######## cp0_intc ########
**cp0_intc: I/O nets highlighted**

Drawn at 3 px/µm.
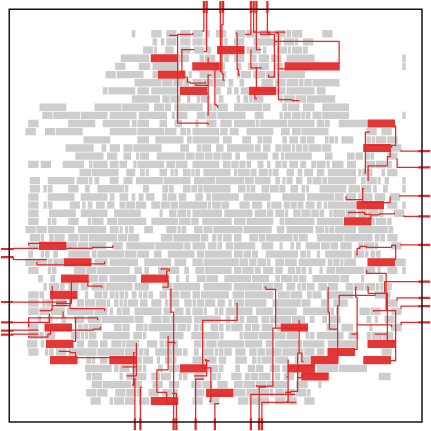

**src/rtl/cp0_intc.sv**
```systemverilog
// Coprocessor-0 with Status/Cause/EPC, a Status enable nest stack, synchronised
// masked interrupt lines, an optional Count/Compare timer and a registered int_req.
module cp0_intc #(
    parameter int IRQ_NUM    = 6,
    parameter int NEST_DEPTH = 3,
    parameter int TIMER_EN   = 1
) (
    input  logic               clk,
    input  logic               rst_n,
    input  logic               mfc0,
    input  logic               mtc0,
    input  logic               eret,
    input  logic               exception,
    input  logic [4:0]         cause,
    input  logic [4:0]         addr,
    input  logic [31:0]        data,
    input  logic [31:0]        pc,
    input  logic [IRQ_NUM-1:0] irq,
    output logic [31:0]        rdata,
    output logic [31:0]        status,
    output logic [31:0]        exc_addr,
    output logic               int_req,
    output logic               timer_irq
);

    localparam int SW = 5 * NEST_DEPTH;

    localparam logic [4:0] A_COUNT   = 5'd9;
    localparam logic [4:0] A_COMPARE = 5'd11;
    localparam logic [4:0] A_STATUS  = 5'd12;
    localparam logic [4:0] A_CAUSE   = 5'd13;
    localparam logic [4:0] A_EPC     = 5'd14;

    logic [SW-1:0]      stack_q;
    logic [IRQ_NUM-1:0] im_q;
    logic [IRQ_NUM-1:0] sync1_q;
    logic [IRQ_NUM-1:0] ip_q;
    logic [4:0]         exc_code_q;
    logic [31:0]        epc_q;
    logic [31:0]        count_q;
    logic [31:0]        compare_q;
    logic               ti_q;
    logic               int_req_q;

    logic wr_count, wr_compare, wr_status, wr_cause, wr_epc;
    logic pending;
    logic [31:0] status_w;
    logic [31:0] cause_w;

    assign wr_count   = mtc0 && (addr == A_COUNT);
    assign wr_compare = mtc0 && (addr == A_COMPARE);
    assign wr_status  = mtc0 && (addr == A_STATUS);
    assign wr_cause   = mtc0 && (addr == A_CAUSE);
    assign wr_epc     = mtc0 && (addr == A_EPC);

    // Status/Cause/EPC: a taken exception overrides any coincident mtc0.
    always_ff @(posedge clk or negedge rst_n) begin
        if (!rst_n) begin
            stack_q    <= SW'(5'h1F);
            im_q       <= '1;
            exc_code_q <= '0;
            epc_q      <= '0;
        end else if (exception) begin
            stack_q    <= stack_q << 5;
            exc_code_q <= cause;
            epc_q      <= pc;
        end else begin
            if (eret) begin
                stack_q <= stack_q >> 5;
            end else if (wr_status) begin
                stack_q <= data[SW-1:0];
            end
            if (wr_status) begin
                im_q <= data[24 +: IRQ_NUM];
            end
            if (wr_cause) begin
                exc_code_q <= data[6:2];
            end
            if (wr_epc) begin
                epc_q <= data;
            end
        end
    end

    always_ff @(posedge clk or negedge rst_n) begin
        if (!rst_n) begin
            sync1_q <= '0;
            ip_q    <= '0;
        end else begin
            sync1_q <= irq;
            ip_q    <= sync1_q;
        end
    end

    generate
        if (TIMER_EN != 0) begin : g_timer
            always_ff @(posedge clk or negedge rst_n) begin
                if (!rst_n) begin
                    count_q   <= '0;
                    compare_q <= '1;
                    ti_q      <= 1'b0;
                end else begin
                    count_q <= wr_count ? data : count_q + 32'd1;
                    if (wr_compare) begin
                        compare_q <= data;
                    end
                    // A Compare write clears TI even if a match happens this edge.
                    if (wr_compare) begin
                        ti_q <= 1'b0;
                    end else if (count_q == compare_q) begin
                        ti_q <= 1'b1;
                    end
                end
            end
        end else begin : g_no_timer
            assign count_q   = '0;
            assign compare_q = '0;
            assign ti_q      = 1'b0;
        end
    endgenerate

    // The timer shares the top mask bit with the highest external line.
    assign pending = (|(ip_q & im_q)) | (ti_q & im_q[IRQ_NUM-1]);

    always_ff @(posedge clk or negedge rst_n) begin
        if (!rst_n) begin
            int_req_q <= 1'b0;
        end else begin
            int_req_q <= !(exception || eret) && stack_q[0] && pending;
        end
    end

    always_comb begin
        status_w                 = '0;
        status_w[SW-1:0]         = stack_q;
        status_w[24 +: IRQ_NUM]  = im_q;
        cause_w                  = '0;
        cause_w[6:2]             = exc_code_q;
        cause_w[8 +: IRQ_NUM]    = ip_q;
        cause_w[30]              = ti_q;
    end

    always_comb begin
        rdata = '0;
        if (mfc0) begin
            case (addr)
                A_COUNT:   rdata = count_q;
                A_COMPARE: rdata = compare_q;
                A_STATUS:  rdata = status_w;
                A_CAUSE:   rdata = cause_w;
                A_EPC:     rdata = epc_q;
                default:   rdata = '0;
            endcase
        end
    end

    assign status    = status_w;
    assign exc_addr  = epc_q;
    assign int_req   = int_req_q;
    assign timer_irq = ti_q;

endmodule

```
**config.mk**
```make
export PLATFORM = sky130hd
export DESIGN_NAME = cp0_intc
export DESIGN_NICKNAME = d
export VERILOG_FILES = /design/src/rtl/cp0_intc.sv
export SDC_FILE = /design/constraint.sdc
export NUM_CORES = 1
export LEC_CHECK = 0
export CAP_MARGIN = 15
export CORE_MARGIN = 5
export CORE_UTILIZATION = 45
export DETAILED_ROUTE_END_ITERATION = 6
export PLACE_DENSITY = 0.75
export SLEW_MARGIN = 15
export SYNTH_ARGS = -nofsm -noshare
export SYNTH_HDL_FRONTEND = slang
export SYNTH_SLANG_ARGS = --single-unit
```
**constraint.sdc**
```tcl
create_clock -name clk -period 2.2 [get_ports clk]
set_clock_uncertainty 0.1 [all_clocks]
set_input_delay 0.55 -clock clk [delete_from_list [all_inputs] [get_ports clk]]
set_output_delay 0.55 -clock clk [all_outputs]
set_load 0.005 [all_outputs]
```
######## bnn_stream_core_flat ########
<file path="config.mk">
export PLATFORM = sky130hd
export DESIGN_NAME = bnn_stream_core_flat
export DESIGN_NICKNAME = d
export VERILOG_FILES = /design/src/rtl/bnn_stream_core_if.sv /design/src/rtl/bnn_stream_core.sv /design/src/flat_wrapper.sv
export SDC_FILE = /design/constraint.sdc
export NUM_CORES = 1
export LEC_CHECK = 0
export CAP_MARGIN = 0
export CORE_UTILIZATION = 50
export CTS_BUF_LIST = sky130_fd_sc_hd__clkbuf_8
export CTS_CLUSTER_DIAMETER = 30
export CTS_CLUSTER_SIZE = 24
export DETAILED_ROUTE_END_ITERATION = 8
export PLACE_DENSITY = 0.75
export SLEW_MARGIN = 0
export SYNTH_ARGS = -nofsm -noshare
export SYNTH_HDL_FRONTEND = slang
export SYNTH_SLANG_ARGS = --single-unit
</file>
<file path="constraint.sdc">
create_clock -name clk -period 11.1 [get_ports clk]
set_clock_uncertainty 0.05 [all_clocks]
set_input_delay 2.775 -clock clk [delete_from_list [all_inputs] [get_ports clk]]
set_output_delay 2.775 -clock clk [all_outputs]
set_load 0.1 [all_outputs]
</file>
<file path="src/rtl/bnn_stream_core_if.sv">
// rtl/bnn_stream_core_if.sv - input, load and result streams of the binary neural network core
//
// Signals:
//   in_valid/in_data/in_ready     input vector stream (master drives vector, core drives ready)
//   ld_start                      begins or restarts a model load sequence
//   ld_valid/ld_data/ld_ready     model load beat stream
//   ld_done                       one-cycle pulse when a new model is committed
//   out_valid/out_data/out_class  inference results (no backpressure)
// Modports: master = stimulus side, slave = core side.
interface bnn_stream_core_if #(
    parameter int N_IN  = 8,
    parameter int N_HID = 8,
    parameter int N_OUT = 4,
    parameter int LD_W  = 4
);
    localparam int CLS_W = $clog2(N_OUT);

    logic              in_valid;
    logic [N_IN-1:0]   in_data;
    logic              in_ready;
    logic              ld_start;
    logic              ld_valid;
    logic [LD_W-1:0]   ld_data;
    logic              ld_ready;
    logic              ld_done;
    logic              out_valid;
    logic [N_OUT-1:0]  out_data;
    logic [CLS_W-1:0]  out_class;

    modport master (
        output in_valid, in_data, ld_start, ld_valid, ld_data,
        input  in_ready, ld_ready, ld_done, out_valid, out_data, out_class
    );

    modport slave (
        input  in_valid, in_data, ld_start, ld_valid, ld_data,
        output in_ready, ld_ready, ld_done, out_valid, out_data, out_class
    );
endinterface

</file>
<file path="src/rtl/bnn_stream_core.sv">
// rtl/bnn_stream_core.sv - two-layer XNOR-popcount binary neural network with atomic model reload
//
// Ports:
//   clk    clock
//   reset  asynchronous, active-high reset
//   bus    bnn_stream_core_if.slave: input vector stream, model load stream, result stream
//
// The model lives in one flat image: per hidden neuron {threshold, weights}, then per output
// neuron {threshold, weights}, each threshold padded to a whole number of load beats. Because
// beats arrive in exactly that order, the shadow copy is a shift register that takes each beat
// at the top; after the final beat the first beat sits at bit 0.
module bnn_stream_core #(
    parameter int N_IN  = 8,
    parameter int N_HID = 8,
    parameter int N_OUT = 4,
    parameter int LD_W  = 4
) (
    input  logic             clk,
    input  logic             reset,
    bnn_stream_core_if.slave bus
);
    localparam int MAX_FAN  = (N_IN > N_HID) ? N_IN : N_HID;
    localparam int CNT_W    = $clog2(MAX_FAN + 1);
    localparam int TH_BEATS = (CNT_W + LD_W - 1) / LD_W;
    localparam int CLS_W    = $clog2(N_OUT);
    localparam int TH_PAD   = TH_BEATS * LD_W;
    localparam int HREC     = N_IN + TH_PAD;
    localparam int OREC     = N_HID + TH_PAD;
    localparam int HBITS    = N_HID * HREC;
    localparam int IMG_W    = HBITS + N_OUT * OREC;
    localparam int N_BEATS  = IMG_W / LD_W;
    localparam int PTR_W    = $clog2(N_BEATS);

    function automatic logic [IMG_W-1:0] default_image();
        logic [IMG_W-1:0] img;
        img = '0;
        for (int h = 0; h < N_HID; h++) begin
            img[h*HREC +: N_IN]          = '1;
            img[h*HREC + N_IN +: TH_PAD] = TH_PAD'(N_IN);
        end
        for (int o = 0; o < N_OUT; o++) begin
            img[HBITS + o*OREC +: N_HID]          = '1;
            img[HBITS + o*OREC + N_HID +: TH_PAD] = TH_PAD'(N_HID);
        end
        return img;
    endfunction

    localparam logic [IMG_W-1:0] RESET_IMG = default_image();

    // Narrower vectors are zero-extended by the caller, so padding bits never count.
    function automatic logic [CNT_W-1:0] popcount(input logic [MAX_FAN-1:0] v);
        logic [CNT_W-1:0] c;
        c = '0;
        for (int i = 0; i < MAX_FAN; i++) c = c + CNT_W'(v[i]);
        return c;
    endfunction

    typedef enum logic [1:0] {S_RUN, S_LOAD, S_DRAIN, S_COMMIT} state_t;

    state_t             state;
    logic [PTR_W-1:0]   ptr;
    logic [IMG_W-1:0]   shadow;
    logic [IMG_W-1:0]   active;
    logic               in_ready_q;
    logic               ld_ready_q;
    logic               ld_done_q;
    logic               s1_valid;
    logic [N_HID-1:0]   hid_q;
    logic               out_valid_q;
    logic [N_OUT-1:0]   out_data_q;
    logic [CLS_W-1:0]   out_class_q;

    logic [N_HID-1:0]   hid_act;
    logic [N_OUT-1:0]   out_act;
    logic [CLS_W-1:0]   best_idx;

    assign bus.in_ready  = in_ready_q;
    assign bus.ld_ready  = ld_ready_q;
    assign bus.ld_done   = ld_done_q;
    assign bus.out_valid = out_valid_q;
    assign bus.out_data  = out_data_q;
    assign bus.out_class = out_class_q;

    // Layer 1: thresholds are the low CNT_W bits of their padded field.
    always_comb begin
        logic [N_IN-1:0]  xh;
        logic [CNT_W-1:0] pc;
        hid_act = '0;
        xh      = '0;
        pc      = '0;
        for (int h = 0; h < N_HID; h++) begin
            xh         = ~(bus.in_data ^ active[h*HREC +: N_IN]);
            pc         = popcount(MAX_FAN'(xh));
            hid_act[h] = (pc >= active[h*HREC + N_IN +: CNT_W]);
        end
    end

    // Layer 2 plus argmax: strict '>' while scanning upward keeps the lowest index on ties.
    always_comb begin
        logic [N_HID-1:0] xo;
        logic [CNT_W-1:0] pc;
        logic [CNT_W-1:0] best_pc;
        out_act  = '0;
        best_idx = '0;
        best_pc  = '0;
        xo       = '0;
        pc       = '0;
        for (int o = 0; o < N_OUT; o++) begin
            xo         = ~(hid_q ^ active[HBITS + o*OREC +: N_HID]);
            pc         = popcount(MAX_FAN'(xo));
            out_act[o] = (pc >= active[HBITS + o*OREC + N_HID +: CNT_W]);
            if (o == 0 || pc > best_pc) begin
                best_pc  = pc;
                best_idx = CLS_W'(o);
            end
        end
    end

    always_ff @(posedge clk or posedge reset) begin
        if (reset) begin
            state       <= S_RUN;
            ptr         <= '0;
            shadow      <= RESET_IMG;
            active      <= RESET_IMG;
            in_ready_q  <= 1'b1;
            ld_ready_q  <= 1'b0;
            ld_done_q   <= 1'b0;
            s1_valid    <= 1'b0;
            hid_q       <= '0;
            out_valid_q <= 1'b0;
            out_data_q  <= '0;
            out_class_q <= '0;
        end else begin
            ld_done_q <= 1'b0;

            // Inference pipeline; inputs are only accepted in RUN, so it drains during a load.
            s1_valid <= bus.in_valid && in_ready_q;
            if (bus.in_valid && in_ready_q) hid_q <= hid_act;
            out_valid_q <= s1_valid;
            if (s1_valid) begin
                out_data_q  <= out_act;
                out_class_q <= best_idx;
            end

            case (state)
                S_RUN: begin
                    if (bus.ld_start) begin
                        state      <= S_LOAD;
                        ptr        <= '0;
                        in_ready_q <= 1'b0;
                        ld_ready_q <= 1'b1;
                    end
                end
                S_LOAD: begin
                    if (bus.ld_start) begin
                        ptr <= '0;
                    end else if (bus.ld_valid && ld_ready_q) begin
                        shadow <= {bus.ld_data, shadow[IMG_W-1:LD_W]};
                        if (ptr == PTR_W'(N_BEATS - 1)) begin
                            state      <= S_DRAIN;
                            ld_ready_q <= 1'b0;
                        end else begin
                            ptr <= ptr + PTR_W'(1);
                        end
                    end
                end
                S_DRAIN: begin
                    // Results already in flight finish with the old model before the swap.
                    if (!s1_valid && !out_valid_q) begin
                        state     <= S_COMMIT;
                        ld_done_q <= 1'b1;
                    end
                end
                S_COMMIT: begin
                    active     <= shadow;
                    state      <= S_RUN;
                    in_ready_q <= 1'b1;
                end
                default: state <= S_RUN;
            endcase
        end
    end
endmodule

</file>
<file path="src/flat_wrapper.sv">
// flat-port wrapper written by rule: the top's interface ports become plain ports
module bnn_stream_core_flat 
#(
    parameter int N_IN  = 8,
    parameter int N_HID = 8,
    parameter int N_OUT = 4,
    parameter int LD_W  = 4
)
  (clk, reset, bus_in_valid, bus_in_data, bus_ld_start, bus_ld_valid, bus_ld_data, bus_in_ready, bus_ld_ready, bus_ld_done, bus_out_valid, bus_out_data, bus_out_class);
  bnn_stream_core_if #(.N_IN(N_IN), .N_HID(N_HID), .N_OUT(N_OUT), .LD_W(LD_W)) bus_i ();
  input  logic clk;
  input  logic reset;
  input wire logic [$bits(bus_i.in_valid)-1:0] bus_in_valid;
  input wire logic [$bits(bus_i.in_data)-1:0] bus_in_data;
  input wire logic [$bits(bus_i.ld_start)-1:0] bus_ld_start;
  input wire logic [$bits(bus_i.ld_valid)-1:0] bus_ld_valid;
  input wire logic [$bits(bus_i.ld_data)-1:0] bus_ld_data;
  output wire logic [$bits(bus_i.in_ready)-1:0] bus_in_ready;
  output wire logic [$bits(bus_i.ld_ready)-1:0] bus_ld_ready;
  output wire logic [$bits(bus_i.ld_done)-1:0] bus_ld_done;
  output wire logic [$bits(bus_i.out_valid)-1:0] bus_out_valid;
  output wire logic [$bits(bus_i.out_data)-1:0] bus_out_data;
  output wire logic [$bits(bus_i.out_class)-1:0] bus_out_class;
  assign bus_i.in_valid = bus_in_valid;
  assign bus_i.in_data = bus_in_data;
  assign bus_i.ld_start = bus_ld_start;
  assign bus_i.ld_valid = bus_ld_valid;
  assign bus_i.ld_data = bus_ld_data;
  assign bus_in_ready = bus_i.in_ready;
  assign bus_ld_ready = bus_i.ld_ready;
  assign bus_ld_done = bus_i.ld_done;
  assign bus_out_valid = bus_i.out_valid;
  assign bus_out_data = bus_i.out_data;
  assign bus_out_class = bus_i.out_class;
  bnn_stream_core #(.N_IN(N_IN), .N_HID(N_HID), .N_OUT(N_OUT), .LD_W(LD_W)) u_core (.clk(clk), .reset(reset), .bus(bus_i));
endmodule
</file>
**bnn_stream_core_flat: I/O nets highlighted**

Drawn at 2 px/µm.
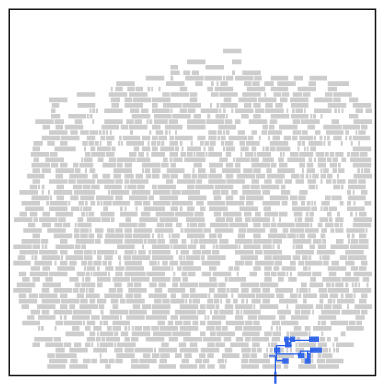
- bus_ld_start: blue (bits 1; direction input; edge south; end cells 13; buffers 1; wire 82.0 µm)
# IOs: 27
PortBufs: 26

==> results_dict.tcl, bnn_stream_core_flat <==
# place-and-route summary
set metrics [dict create \
    overflow 0 \
    ys_sh_simple_pct 3.49 \
    total_power_mw 2.81 \
    syn-num-nets 1403 \
    cts.sinks 315 \
    cts.reportedPaths.clkPinSlew_ns 0.07 \
    seq_cell_count 315 \
    htreeDepth 2 \
    cp_slowest_cell "fa_1" \
    p_seq_share_pct 41.1 \
    crit_family "adder cells" \
    crit_start "u_core.hid_q[1]" \
    synth-compound-area-share_pct 5.01 \
    tightestPinTransition_ns 1.08 \
    path_class "flip-flop to flip-flop" \
    crit_cells 28 \
    totalWireLength_mm 29.1 \
    syn2layout_area_growth_pct 13.5 \
    edf_count 0 \
    setup_slack_ns 3.73 \
    ys_sh_adder_pct 13.5 \
    grt.busiest_layer "met2" \
    leakagePower_nw 8.45 \
    regToRegSetupSlack_ns 3.73 \
    cp_num_buf_inv 4 \
    dr_wl_met2_mm 14.4 \
    clkCellAreaFrac_pct 8.38 \
    root_buffer "clkbuf_8" \
    cpPeakStageDelay_ns 0.54 \
    min_period_ns 7.37 \
    logic_gate_count 760 \
    largest_class "registers" \
    final_antenna_net_count 0 \
    tap_cells 435 \
    warning_count 31 \
    crit_required_ns 11.47 \
    worst_ep_arrival_time_ns 7.73 \
    post-synth-top-area-fraction_pct 35.1 \
    floorplan.core_util_pct 51.1 \
    wl_met3_um 819 \
    post-route-period-util_pct 66.4 \
    grt_max_degree 198 \
    core.rowCount 65 \
    antenna_cells 0 \
    die_x_um 182 \
    globalRouteMet2Util_pct 32.0 \
    status "complete, no violations" \
    ys_warn_count 0 \
    p_switching_uw 643 \
    synthMostInstantiatedCell "mux2_2" \
    ys_ff 315 \
    comb_share_pct 40.5 \
    critical_path.endpoint_type "flip-flop" \
]
==> bnn_stream_core_flat: sequential cells by signal (all words and copies together) (netlist names) <==
name                  flops
u_core.active           144
u_core.bus.in_ready       1
u_core.bus.ld_done        1
u_core.bus.ld_ready       1
u_core.bus.out_class      2
u_core.bus.out_data       4
u_core.bus.out_valid      1
u_core.hid_q              8
u_core.ptr                6
u_core.s1_valid           1
u_core.shadow           144
u_core.state              2
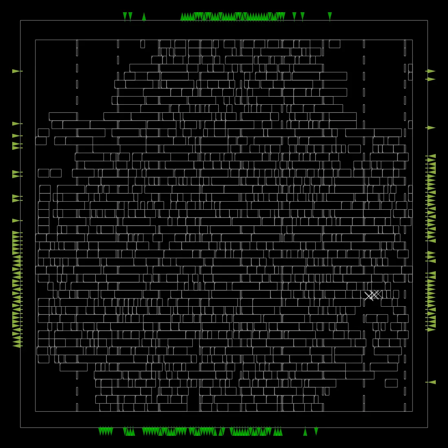
**Above:** cp0_intc (placed standard cells).
core outline area: 15900 µm²
Post-Layout Cell Count: 1194
Util after Layout: 68.1%
row count: 46

About 'I/O nets highlighted' of cp0_intc:
- exc_addr: red (bits 32; direction output; edge 9 south, 9 east, 8 north, 6 west; end cells 32; buffers 32; wire 1430 µm)

==> results_dict.tcl, cp0_intc <==
# place-and-route summary
set metrics [dict create \
    status "finished, violations left" \
    violations "DRC, hold timing, setup timing" \
    top_power_group "sequential cells" \
    io_buffers 172 \
    synth_seq_share_pct 47.5 \
    drive_gt1_share_pct 30.7 \
    finalHoldViolCount 2 \
    grt_pass1_vias 6976 \
    finalSetupViolCount 33 \
    dpl.hpwl_mm 17.5 \
    final_antenna_net_count 0 \
    wl_met1_mm 10.4 \
    yosys_cells 725 \
    cpPeakStageDelay_ns 0.24 \
    ys_ff 136 \
    top_layer "met4" \
    flop_cell "dfrtp_1" \
    drc 7 \
    grt_use_met3_pct 6.54 \
    avgSynthCellArea_um2 10.0 \
    whs_ns -0.00332 \
    crit_path_end "rdata[0]" \
    cts_setup_buffers 14 \
    dr_wl_met2_mm 13.3 \
    preCtsSetupSlack_ns -1.12 \
    vias 6969 \
    avgViaCountPerCell 5.84 \
    antenna_cells 0 \
    post-synth-top-area-fraction_pct 32.0 \
    internal-power_mw 6.26 \
    final_area_um2 10800 \
    async_flop_share_pct 100 \
    cp_slowest_cell "nor3b_4" \
    clkbuf_count 21 \
    nonClkBufAreaFrac_pct 25.4 \
    combGateArea_um2 3710 \
    worst_ep_arrival_time_ns 2.02 \
    ys_sh_simple_pct 13.4 \
    crit_family "buffers and inverters" \
    p_clk_mw 2.99 \
    tightestPinTransition_ns 0.623 \
    nNonClkBuffers 279 \
    ir_drop_uv 628 \
    netlist.top_cell.by_area "dfrtp_1" \
    cp-start-kind "primary input" \
    setup_slack_ns -0.474 \
    syn2layout_area_growth_pct 48.8 \
    cts.reportedPaths.clkPinSlew_ns 0.06 \
]
-- cp0_intc: registers in the layout, indices dropped and copies added (netlist names) --
name	count
compare_q	32
timer_irq	1
int_req	1
im_q	6
sync1_q	6
ip_q	6
exc_code_q	5
stack_q	15
exc_addr	32
count_q	32
-- cp0_intc: worst register-to-register path, cell delays in order, from the launching register on --
cell and delay, ns:
dfrtp_1 0.40, buf_4 0.17, and4_1 0.35, nand3_2 0.26, nor4_1 0.43, xnor2_1 0.13, a21oi_1 0.21

######## dmem_arbiter ########
## config.mk

```make
export PLATFORM = sky130hd
export DESIGN_NAME = dmem_arbiter
export DESIGN_NICKNAME = d
export VERILOG_FILES = /design/src/rtl/dmem_arbiter.sv
export SDC_FILE = /design/constraint.sdc
export NUM_CORES = 1
export LEC_CHECK = 0
export CAP_MARGIN = 15
export CORE_MARGIN = 3
export CORE_UTILIZATION = 45
export DETAILED_ROUTE_END_ITERATION = 7
export GPL_TIMING_DRIVEN = 0
export PLACE_DENSITY = 0.84
export SETUP_SLACK_MARGIN = 0.2
export SLEW_MARGIN = 20
export SYNTH_ARGS = -nofsm -noshare
export SYNTH_HDL_FRONTEND = slang
export SYNTH_SLANG_ARGS = --single-unit
export TNS_END_PERCENT = 100
```

## constraint.sdc

```tcl
create_clock -name CLK -period 4.7 [get_ports CLK]
set_clock_uncertainty 0.2 [all_clocks]
set_input_delay 0.94 -clock CLK [delete_from_list [all_inputs] [get_ports CLK]]
set_output_delay 0.94 -clock CLK [all_outputs]
set_load 0.005 [all_outputs]
```

## src/rtl/dmem_arbiter.sv

```systemverilog
`timescale 1ns/1ps
// Round-robin arbiter sharing one data memory between the CPU data port (C) and a
// secondary requester (D). One transaction is in flight at a time; each requester stalls until its own completes.
module dmem_arbiter #(
    parameter int ADDR_W = 8,
    parameter int DATA_W = 8
) (
    input  logic              CLK,
    input  logic              RESET,
    input  logic              C_READ,
    input  logic              C_WRITE,
    input  logic [ADDR_W-1:0] C_ADDRESS,
    input  logic [DATA_W-1:0] C_WRITE_DATA,
    output logic [DATA_W-1:0] C_READ_DATA,
    output logic              C_BUSYWAIT,
    input  logic              D_READ,
    input  logic              D_WRITE,
    input  logic [ADDR_W-1:0] D_ADDRESS,
    input  logic [DATA_W-1:0] D_WRITE_DATA,
    output logic [DATA_W-1:0] D_READ_DATA,
    output logic              D_BUSYWAIT,
    output logic              M_READ,
    output logic              M_WRITE,
    output logic [ADDR_W-1:0] M_ADDRESS,
    output logic [DATA_W-1:0] M_WRITE_DATA,
    input  logic [DATA_W-1:0] M_READ_DATA,
    input  logic              M_BUSYWAIT
);

    typedef enum logic [1:0] {
        ST_IDLE = 2'd0,
        ST_BUSY = 2'd1,
        ST_DONE = 2'd2
    } state_t;

    localparam logic PORT_C = 1'b0;
    localparam logic PORT_D = 1'b1;

    state_t            state_q, state_d;
    logic              owner_q, owner_d;
    logic              prio_q, prio_d;
    logic              cmd_rd_q, cmd_rd_d;
    logic              cmd_wr_q, cmd_wr_d;
    logic [ADDR_W-1:0] cmd_addr_q, cmd_addr_d;
    logic [DATA_W-1:0] cmd_wdata_q, cmd_wdata_d;
    logic [DATA_W-1:0] rdata_c_q, rdata_c_d;
    logic [DATA_W-1:0] rdata_d_q, rdata_d_d;

    logic req_c_s;
    logic req_d_s;
    logic grant_s;
    logic done_c_s;
    logic done_d_s;

    assign req_c_s = C_READ | C_WRITE;
    assign req_d_s = D_READ | D_WRITE;

    // Next-state logic: grant, memory handshake and per-port read-data capture
    always_comb begin
        state_d     = state_q;
        owner_d     = owner_q;
        prio_d      = prio_q;
        cmd_rd_d    = cmd_rd_q;
        cmd_wr_d    = cmd_wr_q;
        cmd_addr_d  = cmd_addr_q;
        cmd_wdata_d = cmd_wdata_q;
        rdata_c_d   = rdata_c_q;
        rdata_d_d   = rdata_d_q;
        grant_s     = PORT_C;

        case (state_q)
            ST_IDLE: begin
                if (req_c_s | req_d_s) begin
                    grant_s = (req_c_s & req_d_s) ? prio_q : req_d_s;
                    owner_d = grant_s;
                    state_d = ST_BUSY;
                    // A write wins when both strobes of the same port are high
                    if (grant_s == PORT_D) begin
                        cmd_wr_d    = D_WRITE;
                        cmd_rd_d    = D_READ & ~D_WRITE;
                        cmd_addr_d  = D_ADDRESS;
                        cmd_wdata_d = D_WRITE_DATA;
                    end else begin
                        cmd_wr_d    = C_WRITE;
                        cmd_rd_d    = C_READ & ~C_WRITE;
                        cmd_addr_d  = C_ADDRESS;
                        cmd_wdata_d = C_WRITE_DATA;
                    end
                end else begin
                    state_d = ST_IDLE;
                end
            end
            ST_BUSY: begin
                if (!M_BUSYWAIT) begin
                    if (cmd_rd_q && (owner_q == PORT_D)) begin
                        rdata_d_d = M_READ_DATA;
                    end else if (cmd_rd_q) begin
                        rdata_c_d = M_READ_DATA;
                    end else begin
                        rdata_c_d = rdata_c_q;
                    end
                    cmd_rd_d = 1'b0;
                    cmd_wr_d = 1'b0;
                    state_d  = ST_DONE;
                end else begin
                    state_d = ST_BUSY;
                end
            end
            ST_DONE: begin
                prio_d  = ~owner_q;
                state_d = ST_IDLE;
            end
            default: begin
                cmd_rd_d = 1'b0;
                cmd_wr_d = 1'b0;
                state_d  = ST_IDLE;
            end
        endcase
    end

    // State and command registers; reset abandons any transaction in flight
    always_ff @(posedge CLK) begin
        if (RESET) begin
            state_q     <= ST_IDLE;
            owner_q     <= PORT_C;
            prio_q      <= PORT_C;
            cmd_rd_q    <= 1'b0;
            cmd_wr_q    <= 1'b0;
            cmd_addr_q  <= {ADDR_W{1'b0}};
            cmd_wdata_q <= {DATA_W{1'b0}};
            rdata_c_q   <= {DATA_W{1'b0}};
            rdata_d_q   <= {DATA_W{1'b0}};
        end else begin
            state_q     <= state_d;
            owner_q     <= owner_d;
            prio_q      <= prio_d;
            cmd_rd_q    <= cmd_rd_d;
            cmd_wr_q    <= cmd_wr_d;
            cmd_addr_q  <= cmd_addr_d;
            cmd_wdata_q <= cmd_wdata_d;
            rdata_c_q   <= rdata_c_d;
            rdata_d_q   <= rdata_d_d;
        end
    end

    // The strobe registers are cleared at completion, so they are low outside BUSY
    assign M_READ       = cmd_rd_q;
    assign M_WRITE      = cmd_wr_q;
    assign M_ADDRESS    = cmd_addr_q;
    assign M_WRITE_DATA = cmd_wdata_q;

    assign C_READ_DATA  = rdata_c_q;
    assign D_READ_DATA  = rdata_d_q;

    assign done_c_s   = ~RESET & (state_q == ST_DONE) & (owner_q == PORT_C);
    assign done_d_s   = ~RESET & (state_q == ST_DONE) & (owner_q == PORT_D);
    assign C_BUSYWAIT = req_c_s & ~done_c_s;
    assign D_BUSYWAIT = req_d_s & ~done_d_s;

endmodule

```

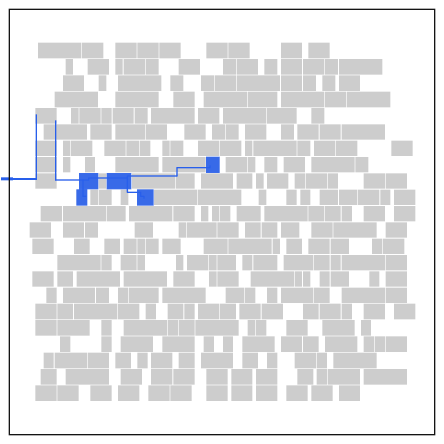
**Above:** dmem_arbiter (I/O nets highlighted).
Drawn at 6 px/µm.
- M_BUSYWAIT: blue (bits 1; direction input; edge west; end cells 5; buffers 1; wire 62.0 µm)
# IOs: 83
PortBufs: 82

==> results_dict.tcl <==
# place-and-route summary
set metrics [dict create \
    post-route-period-util_pct 81.7 \
    edf_count 0 \
    status "complete, no violations" \
    antenna_found_initial 0 \
    synthCells 195 \
    synth.distinct_cells 36 \
    globalplace.congestion 0.819 \
    powerSeq_uw 358 \
    grt_pass1_wl_mm 8.47 \
    hold_depth 2 \
    netlist_area_um2 1880 \
    combinationalPower_uw 194 \
    globalRouteMet2Util_pct 34.4 \
    crit_fanout 10 \
    min_period_ns 3.84 \
    die_h_um 70.7 \
    hp-start "C_READ_DATA[5]" \
    path_class "primary input to output pin" \
    area_leaders "dfxtp_1, mux2i_1, a311oi_2, nand2b_1, nand3b_1" \
    grt_max_degree 13 \
]
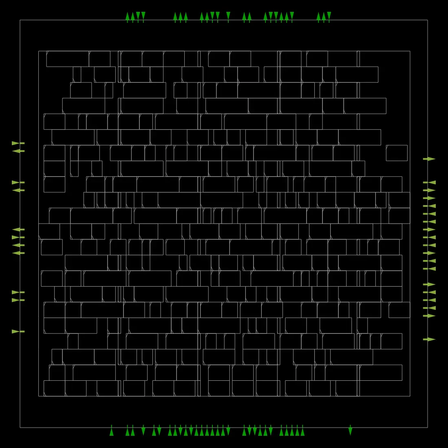
**Above:** dmem_arbiter (placed standard cells).
core outline area: 3850 µm²
Flops: 38
row count: 22
Util after Layout: 74.2%

-- final cells by class --
type / instances / area (µm²)
Inverter: 2 / 7.51
Sequential cell: 38 / 761
Multi-Input combinational cell: 137 / 1010
Fill cell: 306 / 996
Clock buffer: 6 / 82.6
Buffer: 18 / 103
Clock inverter: 2 / 12.5
Tap cell: 48 / 60.1
Timing Repair Buffer: 82 / 821
-- cells by family (layout without fill, tap and decap cells) --
family          count (synthesis)  count (layout)  synth area share [%]
compound gates                 62              62                  25.6
buf+inv                        20             110                  5.85
flops                          38              38                  40.4
mux                            16              16                  8.51
simple gates                   59              59                  19.6


==> gallery <==
Register map, names as in the netlist.
panel A
Drawn at 4 px/µm.
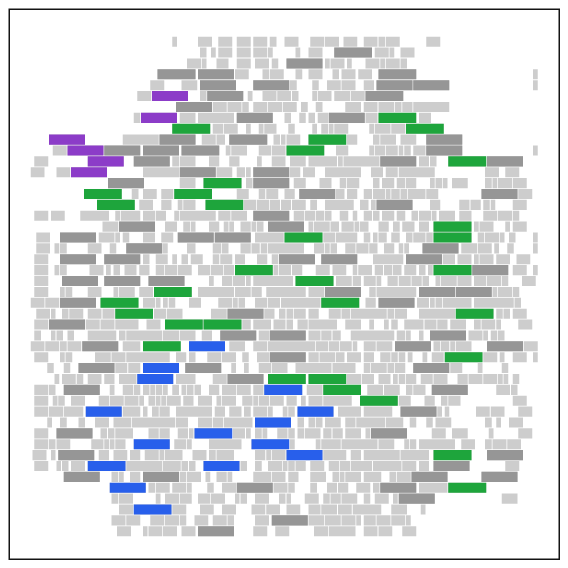
panel B
Drawn at 8 px/µm.
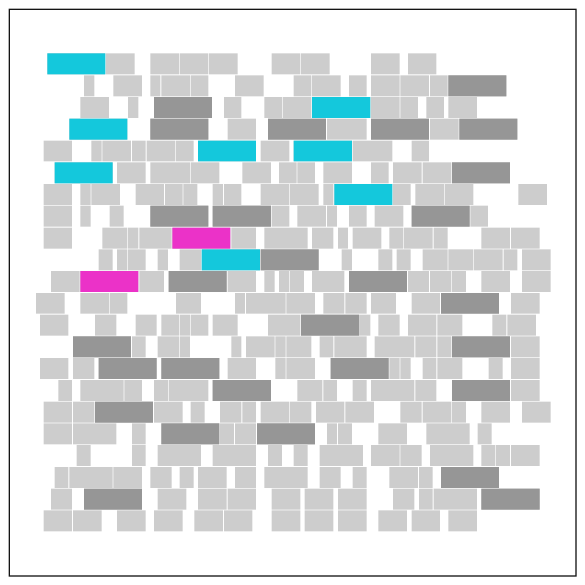
panel C
Drawn at 3 px/µm.
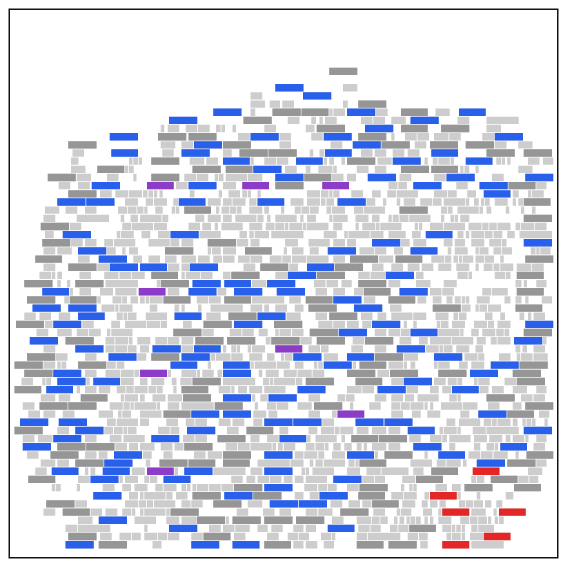
| from | picture |
|---|---|
| dmem_arbiter | panel B |
| bnn_stream_core_flat | panel C |
| cp0_intc | panel A |

Key to panel B:
- state_q: magenta (flops 2)
- C_READ_DATA: cyan (flops 8)

